==================== block 1
Figure 1. Signal wires on met1 (block 1).
Scale: 3 px per um. Supply wires on this layer in gray.
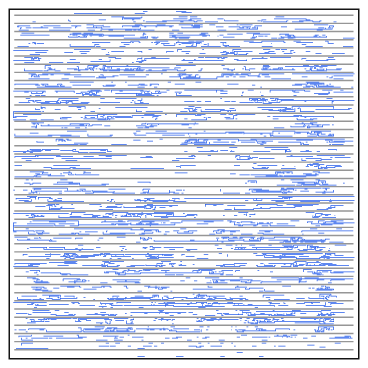
Figure 2. Met2 routing (block 1).
Scale: 2 px per um. Cells faint in the background.
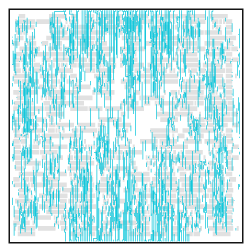
===== config.mk =====
export PLATFORM = sky130hd
export DESIGN_NAME = mem_arbiter
export DESIGN_NICKNAME = d
export VERILOG_FILES = /design/src/rtl/mem_arbiter.sv
export SDC_FILE = /design/constraint.sdc
export NUM_CORES = 1
export LEC_CHECK = 0
export ABC_AREA = 1
export CORE_UTILIZATION = 45
export DETAILED_ROUTE_END_ITERATION = 7
export PLACE_DENSITY_LB_ADDON = 0.12
export SLEW_MARGIN = 20
export SYNTH_ARGS = -nofsm -noshare
export SYNTH_HDL_FRONTEND = slang
export SYNTH_SLANG_ARGS = --single-unit

===== constraint.sdc =====
create_clock -name clk -period 3.6 [get_ports clk]
set_input_delay 0.72 -clock clk [delete_from_list [all_inputs] [get_ports clk]]
set_output_delay 0.72 -clock clk [all_outputs]
set_load 0.1 [all_outputs]

===== src/rtl/mem_arbiter.sv =====
// mem_arbiter: shares the single-ported data_mem between the instruction-fetch
// port (read-only, word) and the load/store port (read/write, word/half/byte).
// Each accepted access holds the memory strobe for MEM_LAT cycles, then spends
// one RESP cycle pulsing if_valid or ls_done. The next access can be accepted
// after one more IDLE cycle.
//
// Ports:
//   clk, rst            clock, asynchronous active-low reset
//   if_req/if_addr      fetch request (level) and address (bits [1:0] ignored)
//   if_gnt/if_valid     fetch accepted / if_rdata valid (one-cycle pulses)
//   if_rdata            fetched word (registered)
//   ls_req/ls_we/ls_size/ls_addr/ls_wdata  load/store request and fields
//   ls_gnt/ls_done      load/store accepted / complete (one-cycle pulses)
//   ls_err              qualifies ls_done: misaligned, no memory cycle done
//   ls_rdata            load data (registered, unchanged on stores/errors)
//   mem_*               strobes, address, size code and data to/from data_mem
//   busy                high whenever the FSM is not in IDLE
module mem_arbiter #(
    parameter int ADDR_W  = 32,
    parameter int DATA_W  = 32,
    parameter int MEM_LAT = 1
) (
    input  logic              clk,
    input  logic              rst,
    input  logic              if_req,
    input  logic [ADDR_W-1:0] if_addr,
    output logic              if_gnt,
    output logic              if_valid,
    output logic [DATA_W-1:0] if_rdata,
    input  logic              ls_req,
    input  logic              ls_we,
    input  logic [1:0]        ls_size,
    input  logic [ADDR_W-1:0] ls_addr,
    input  logic [DATA_W-1:0] ls_wdata,
    output logic              ls_gnt,
    output logic              ls_done,
    output logic              ls_err,
    output logic [DATA_W-1:0] ls_rdata,
    output logic [ADDR_W-1:0] mem_address,
    output logic              mem_read,
    output logic              mem_w_enable,
    output logic [1:0]        mem_byteaccess,
    output logic [DATA_W-1:0] mem_data_in,
    input  logic [DATA_W-1:0] mem_data_out,
    output logic              busy
);

    typedef enum logic [1:0] {
        IDLE   = 2'd0,
        ACCESS = 2'd1,
        RESP   = 2'd2
    } state_t;

    localparam int                CNT_W     = 2;
    localparam logic [CNT_W-1:0]  CNT_INIT  = CNT_W'(MEM_LAT - 1);
    localparam logic [ADDR_W-1:0] WORD_MASK = ~(ADDR_W'(3));
    localparam logic              PRIO_LS   = 1'b0;
    localparam logic              PRIO_IF   = 1'b1;

    state_t           state, state_nxt;
    logic             prio;
    logic [CNT_W-1:0] cnt;
    logic             cur_ls;
    logic             cur_we;
    logic             cur_err;

    logic             grant_if;
    logic             grant_ls;
    logic             misaligned;
    logic             last_access;

    // Arbitration is only evaluated in IDLE; requests seen in ACCESS/RESP
    // simply wait until the FSM comes back.
    always_comb begin
        grant_if = 1'b0;
        grant_ls = 1'b0;
        if (state == IDLE) begin
            if (if_req && ls_req) begin
                grant_ls = (prio == PRIO_LS);
                grant_if = (prio == PRIO_IF);
            end else begin
                grant_if = if_req;
                grant_ls = ls_req;
            end
        end
    end

    // Size codes 00 and 11 are both word accesses.
    assign misaligned = grant_ls &&
                        (((ls_size == 2'b10) && ls_addr[0]) ||
                         ((ls_size[1] == ls_size[0]) && (ls_addr[1:0] != 2'b00)));

    assign last_access = (state == ACCESS) && (cnt == '0);

    always_comb begin
        state_nxt    = state;
        mem_read     = 1'b0;
        mem_w_enable = 1'b0;
        if_valid     = 1'b0;
        ls_done      = 1'b0;
        ls_err       = 1'b0;
        busy         = (state != IDLE);
        case (state)
            IDLE: begin
                if (misaligned)
                    state_nxt = RESP;
                else if (grant_if || grant_ls)
                    state_nxt = ACCESS;
            end
            ACCESS: begin
                mem_read     = ~cur_we;
                mem_w_enable = cur_we;
                if (cnt == '0)
                    state_nxt = RESP;
            end
            RESP: begin
                if_valid  = ~cur_ls;
                ls_done   = cur_ls;
                ls_err    = cur_ls & cur_err;
                state_nxt = IDLE;
            end
            default: state_nxt = IDLE;
        endcase
    end

    // Control: FSM, priority, strobe counter and grant pulses.
    always_ff @(posedge clk or negedge rst) begin
        if (!rst) begin
            state   <= IDLE;
            prio    <= PRIO_LS;
            cnt     <= '0;
            cur_ls  <= 1'b0;
            cur_we  <= 1'b0;
            cur_err <= 1'b0;
            if_gnt  <= 1'b0;
            ls_gnt  <= 1'b0;
        end else begin
            state  <= state_nxt;
            if_gnt <= grant_if;
            ls_gnt <= grant_ls;
            if (grant_if) begin
                cur_ls  <= 1'b0;
                cur_we  <= 1'b0;
                cur_err <= 1'b0;
                cnt     <= CNT_INIT;
                prio    <= PRIO_LS;
            end else if (grant_ls) begin
                cur_ls  <= 1'b1;
                cur_we  <= ls_we;
                cur_err <= misaligned;
                cnt     <= CNT_INIT;
                prio    <= PRIO_IF;
            end else if ((state == ACCESS) && (cnt != '0)) begin
                cnt <= cnt - 1'b1;
            end
        end
    end

    // Datapath: latched request fields and read-data capture. These also
    // clear on reset so every output starts at 0.
    always_ff @(posedge clk or negedge rst) begin
        if (!rst) begin
            mem_address    <= '0;
            mem_byteaccess <= 2'b00;
            mem_data_in    <= '0;
            if_rdata       <= '0;
            ls_rdata       <= '0;
        end else begin
            if (grant_if) begin
                mem_address    <= if_addr & WORD_MASK;
                mem_byteaccess <= 2'b00;
            end else if (grant_ls) begin
                mem_address    <= ls_addr;
                mem_byteaccess <= ls_size;
                mem_data_in    <= ls_wdata;
            end
            // Memory data is sampled on the edge that ends the last strobe cycle.
            if (last_access && !cur_we) begin
                if (cur_ls)
                    ls_rdata <= mem_data_out;
                else
                    if_rdata <= mem_data_out;
            end
        end
    end

endmodule


==> impl_metrics.env <==
# source this file to load flow results
export IMPL_grt_pass1_vias=5294
export IMPL_synthArstFlopShare_pct=100
export IMPL_ys_sh_adder_pct=0.428
export IMPL_synth_comb_largest_family="simple AND/OR/NAND/NOR gates"
export IMPL_syn_area_mm2=0.00585
export IMPL_grt_util_met3_pct=7.85
export IMPL_dominant_cell_class="flip-flops and latches"
export IMPL_synthMuxAreaShare_pct=0
export IMPL_top_cell="nand2_1"
export IMPL_slew_viol_final=0
export IMPL_ys_sh_xor_pct=0.150
export IMPL_seq_share_pct=37.6
export IMPL_top_layer_used="met4"
export IMPL_synth_seq_cells=139
export IMPL_crit_end="mem_data_in[3]"
export IMPL_fillers=989
export IMPL_drt_initial_drc_count=289
export IMPL_grt_max_degree=83
export IMPL_critical_path_slowest_cell="clkdlybuf4s50_1"
export IMPL_status="complete, no violations"
export IMPL_min_path_type="in2async"
export IMPL_skew_ns=0.00628
export IMPL_hpwl_mm=11.5
export IMPL_grtUsageTotal_pct=24.7
Notes on Figure 1 above:
share of all routed wire	39%
wire length on this layer	6310 um
nets with wire on the layer	960
main direction	horizontal
longest straight run	32.7 um
via count: 5404
final wirelength: 16.3 mm
met1 usage: 26.9%

Notes on Figure 2 above:
main direction	vertical
longest straight run	51.5 um


==================== block 2
===== src/rtl/foh_pkg.sv =====
// Shared types and limits for the first-order-hold serial output stage.
package foh_pkg;

  typedef enum logic [1:0] {
    IDLE  = 2'd0,
    SHIFT = 2'd1,
    DONE  = 2'd2
  } foh_state_e;

  localparam int FOH_CLK_DIV_MIN = 1;
  localparam int FOH_DATA_W_MIN  = 2;

  // Counter width that can hold 0..n-1, never narrower than one bit.
  function automatic int foh_cnt_w(input int n);
    return (n <= 1) ? 1 : $clog2(n);
  endfunction

endpackage


===== src/rtl/foh_sclk_div.sv =====
// SCLK half-period divider: emits rise/fall toggle enables while a frame shifts.
module foh_sclk_div
  import foh_pkg::*;
#(
  parameter int CLK_DIV = 2
) (
  input  logic CLOCK,
  input  logic RESET,
  input  logic clr,
  input  logic run,
  input  logic sclk,
  output logic rise_en,
  output logic fall_en
);

  localparam int CW = foh_cnt_w(CLK_DIV);

  logic [CW-1:0] div_cnt_reg;
  logic          term;

  assign term = (div_cnt_reg == CW'(CLK_DIV - 1));

  always_ff @(posedge CLOCK or negedge RESET) begin
    if (!RESET) begin
      div_cnt_reg <= '0;
    end else if (clr || !run || term) begin
      div_cnt_reg <= '0;
    end else begin
      div_cnt_reg <= div_cnt_reg + 1'b1;
    end
  end

  // The current SCLK level decides which way the terminal-count toggle goes.
  assign rise_en = run & term & ~sclk;
  assign fall_en = run & term & sclk;

endmodule


===== src/rtl/foh_sample_shifter.sv =====
// Serial DAC output stage: captures a sample on sample_rdy, shifts it MSB-first.
// Optional sticky overrun flag enabled by defining FOH_SHIFT_OVERRUN_EN.
module foh_sample_shifter
  import foh_pkg::*;
#(
  parameter int DATA_W  = 16,
  parameter int CLK_DIV = 2
) (
  input  logic              CLOCK,
  input  logic              RESET,
  input  logic              sample_rdy,
  input  logic [DATA_W-1:0] sample_in,
  input  logic              ovr_clr,
  output logic              shift_done,
  output logic              busy,
  output logic              SCLK,
  output logic              CS_N,
  output logic              DOUT,
  output logic              sample_ovr
);

  localparam int BW = foh_cnt_w(DATA_W);

  if (DATA_W < FOH_DATA_W_MIN) begin : g_bad_data_w
    $error("foh_sample_shifter: DATA_W must be at least %0d", FOH_DATA_W_MIN);
  end
  if (CLK_DIV < FOH_CLK_DIV_MIN) begin : g_bad_clk_div
    $error("foh_sample_shifter: CLK_DIV must be at least %0d", FOH_CLK_DIV_MIN);
  end

  foh_state_e        state_reg;
  logic [DATA_W-2:0] shift_reg;
  logic [BW-1:0]     bit_cnt_reg;
  logic              capture;
  logic              shift_run;
  logic              rise_en;
  logic              fall_en;

  assign capture   = (state_reg == IDLE) && sample_rdy;
  assign shift_run = (state_reg == SHIFT);

  foh_sclk_div #(
    .CLK_DIV(CLK_DIV)
  ) u_sclk_div (
    .CLOCK   (CLOCK),
    .RESET   (RESET),
    .clr     (capture),
    .run     (shift_run),
    .sclk    (SCLK),
    .rise_en (rise_en),
    .fall_en (fall_en)
  );

  // The MSB goes straight to DOUT, so the shift register only holds the rest.
  always_ff @(posedge CLOCK or negedge RESET) begin
    if (!RESET) begin
      state_reg   <= IDLE;
      shift_reg   <= '0;
      bit_cnt_reg <= '0;
      shift_done  <= 1'b0;
      busy        <= 1'b0;
      SCLK        <= 1'b0;
      CS_N        <= 1'b1;
      DOUT        <= 1'b0;
    end else begin
      shift_done <= 1'b0;
      case (state_reg)
        IDLE: begin
          if (sample_rdy) begin
            state_reg   <= SHIFT;
            shift_reg   <= sample_in[DATA_W-2:0];
            bit_cnt_reg <= '0;
            busy        <= 1'b1;
            SCLK        <= 1'b0;
            CS_N        <= 1'b0;
            DOUT        <= sample_in[DATA_W-1];
          end
        end
        SHIFT: begin
          if (rise_en) begin
            SCLK <= 1'b1;
          end else if (fall_en) begin
            SCLK <= 1'b0;
            if (bit_cnt_reg == BW'(DATA_W - 1)) begin
              state_reg  <= DONE;
              shift_done <= 1'b1;
              CS_N       <= 1'b1;
              DOUT       <= 1'b0;
            end else begin
              DOUT        <= shift_reg[DATA_W-2];
              shift_reg   <= shift_reg << 1;
              bit_cnt_reg <= bit_cnt_reg + 1'b1;
            end
          end
        end
        DONE: begin
          state_reg <= IDLE;
          busy      <= 1'b0;
        end
        default: begin
          state_reg <= IDLE;
          busy      <= 1'b0;
          SCLK      <= 1'b0;
          CS_N      <= 1'b1;
          DOUT      <= 1'b0;
        end
      endcase
    end
  end

`ifdef FOH_SHIFT_OVERRUN_EN
  // A strobe that arrives while busy is dropped; remember that it happened.
  always_ff @(posedge CLOCK or negedge RESET) begin
    if (!RESET) begin
      sample_ovr <= 1'b0;
    end else if (sample_rdy && busy) begin
      sample_ovr <= 1'b1;
    end else if (ovr_clr) begin
      sample_ovr <= 1'b0;
    end
  end
`else
  logic unused_ovr_clr;
  assign unused_ovr_clr = ovr_clr;
  assign sample_ovr     = 1'b0;
`endif

endmodule


===== config.mk =====
export PLATFORM = sky130hd
export DESIGN_NAME = foh_sample_shifter
export DESIGN_NICKNAME = d
export VERILOG_FILES = /design/src/rtl/foh_pkg.sv /design/src/rtl/foh_sclk_div.sv /design/src/rtl/foh_sample_shifter.sv
export SDC_FILE = /design/constraint.sdc
export NUM_CORES = 1
export LEC_CHECK = 0
export CORE_MARGIN = 5
export CORE_UTILIZATION = 58
export CTS_BUF_LIST = sky130_fd_sc_hd__clkbuf_8
export CTS_CLUSTER_SIZE = 8
export DETAILED_ROUTE_END_ITERATION = 6
export GPL_TIMING_DRIVEN = 0
export PLACE_DENSITY = 0.87
export SLEW_MARGIN = 0
export SYNTH_ARGS = -nofsm -noshare
export SYNTH_HDL_FRONTEND = slang
export SYNTH_SLANG_ARGS = --single-unit

===== constraint.sdc =====
create_clock -name CLOCK -period 3.9 [get_ports CLOCK]
set_input_delay 0.78 -clock CLOCK [delete_from_list [all_inputs] [get_ports CLOCK]]
set_output_delay 0.78 -clock CLOCK [all_outputs]
set_load 0.03 [all_outputs]

Figure 3. Metal 3 (block 2).
Scale: 6 px per um.
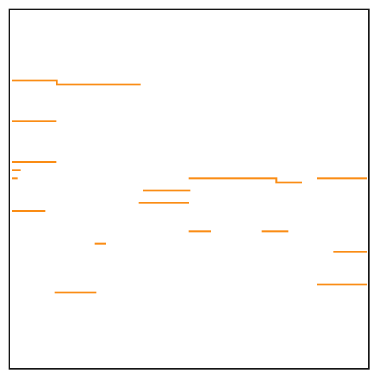
share of all routed wire	4.4%
nets with wire on the layer	12
main direction	horizontal

==> impl_metrics.env <==
# source this file to load flow results
export IMPL_synth_comb_largest_family="multiplexers"
export IMPL_switching_share_pct=35.3
export IMPL_lay_top_cells="26 x dfrtp_1, 22 x clkdlybuf4s50_1, 13 x mux2_2, 12 x mux2_4, 9 x nor2_1"
export IMPL_worstPathRequired_ns=3.12
export IMPL_top_layer_used="met4"
export IMPL_status="complete, no violations"
export IMPL_core_util_floorplan_pct=59.4
export IMPL_synth_seq_cells=27
export IMPL_comb_share_pct=38.8
export IMPL_critPathMaxStageDelay_ns=0.73
export IMPL_crit_type="reg2out"
export IMPL_cts_tree="built"
export IMPL_end_kind="primary output"
export IMPL_ys_cells=111
export IMPL_startpoint="SCLK"
export IMPL_whs_ns=0.483
export IMPL_critPathLaunchType="register"
export IMPL_synthArstFlopShare_pct=100
export IMPL_grt_antenna_before_repair=0


==> notes/layouts.md <==
Pictures saved along the way, in no particular order.

Cell placement.
Plate I
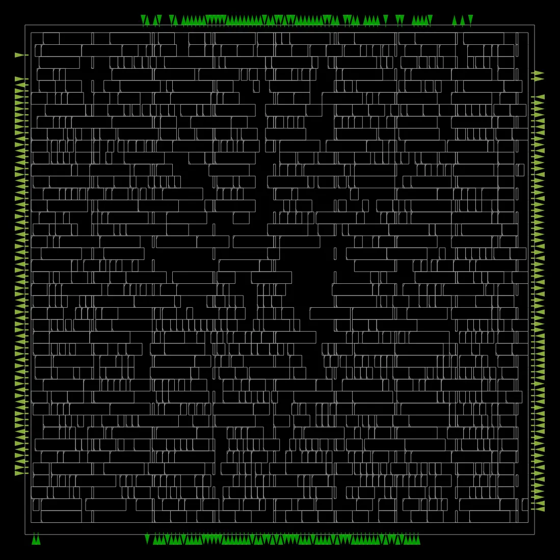
Plate II
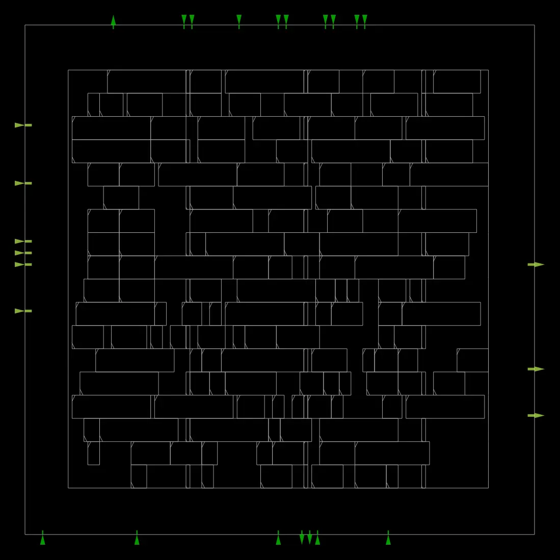
The one with the most cells is Plate I.
Plate I comes from block 1.
Plate II comes from block 2.

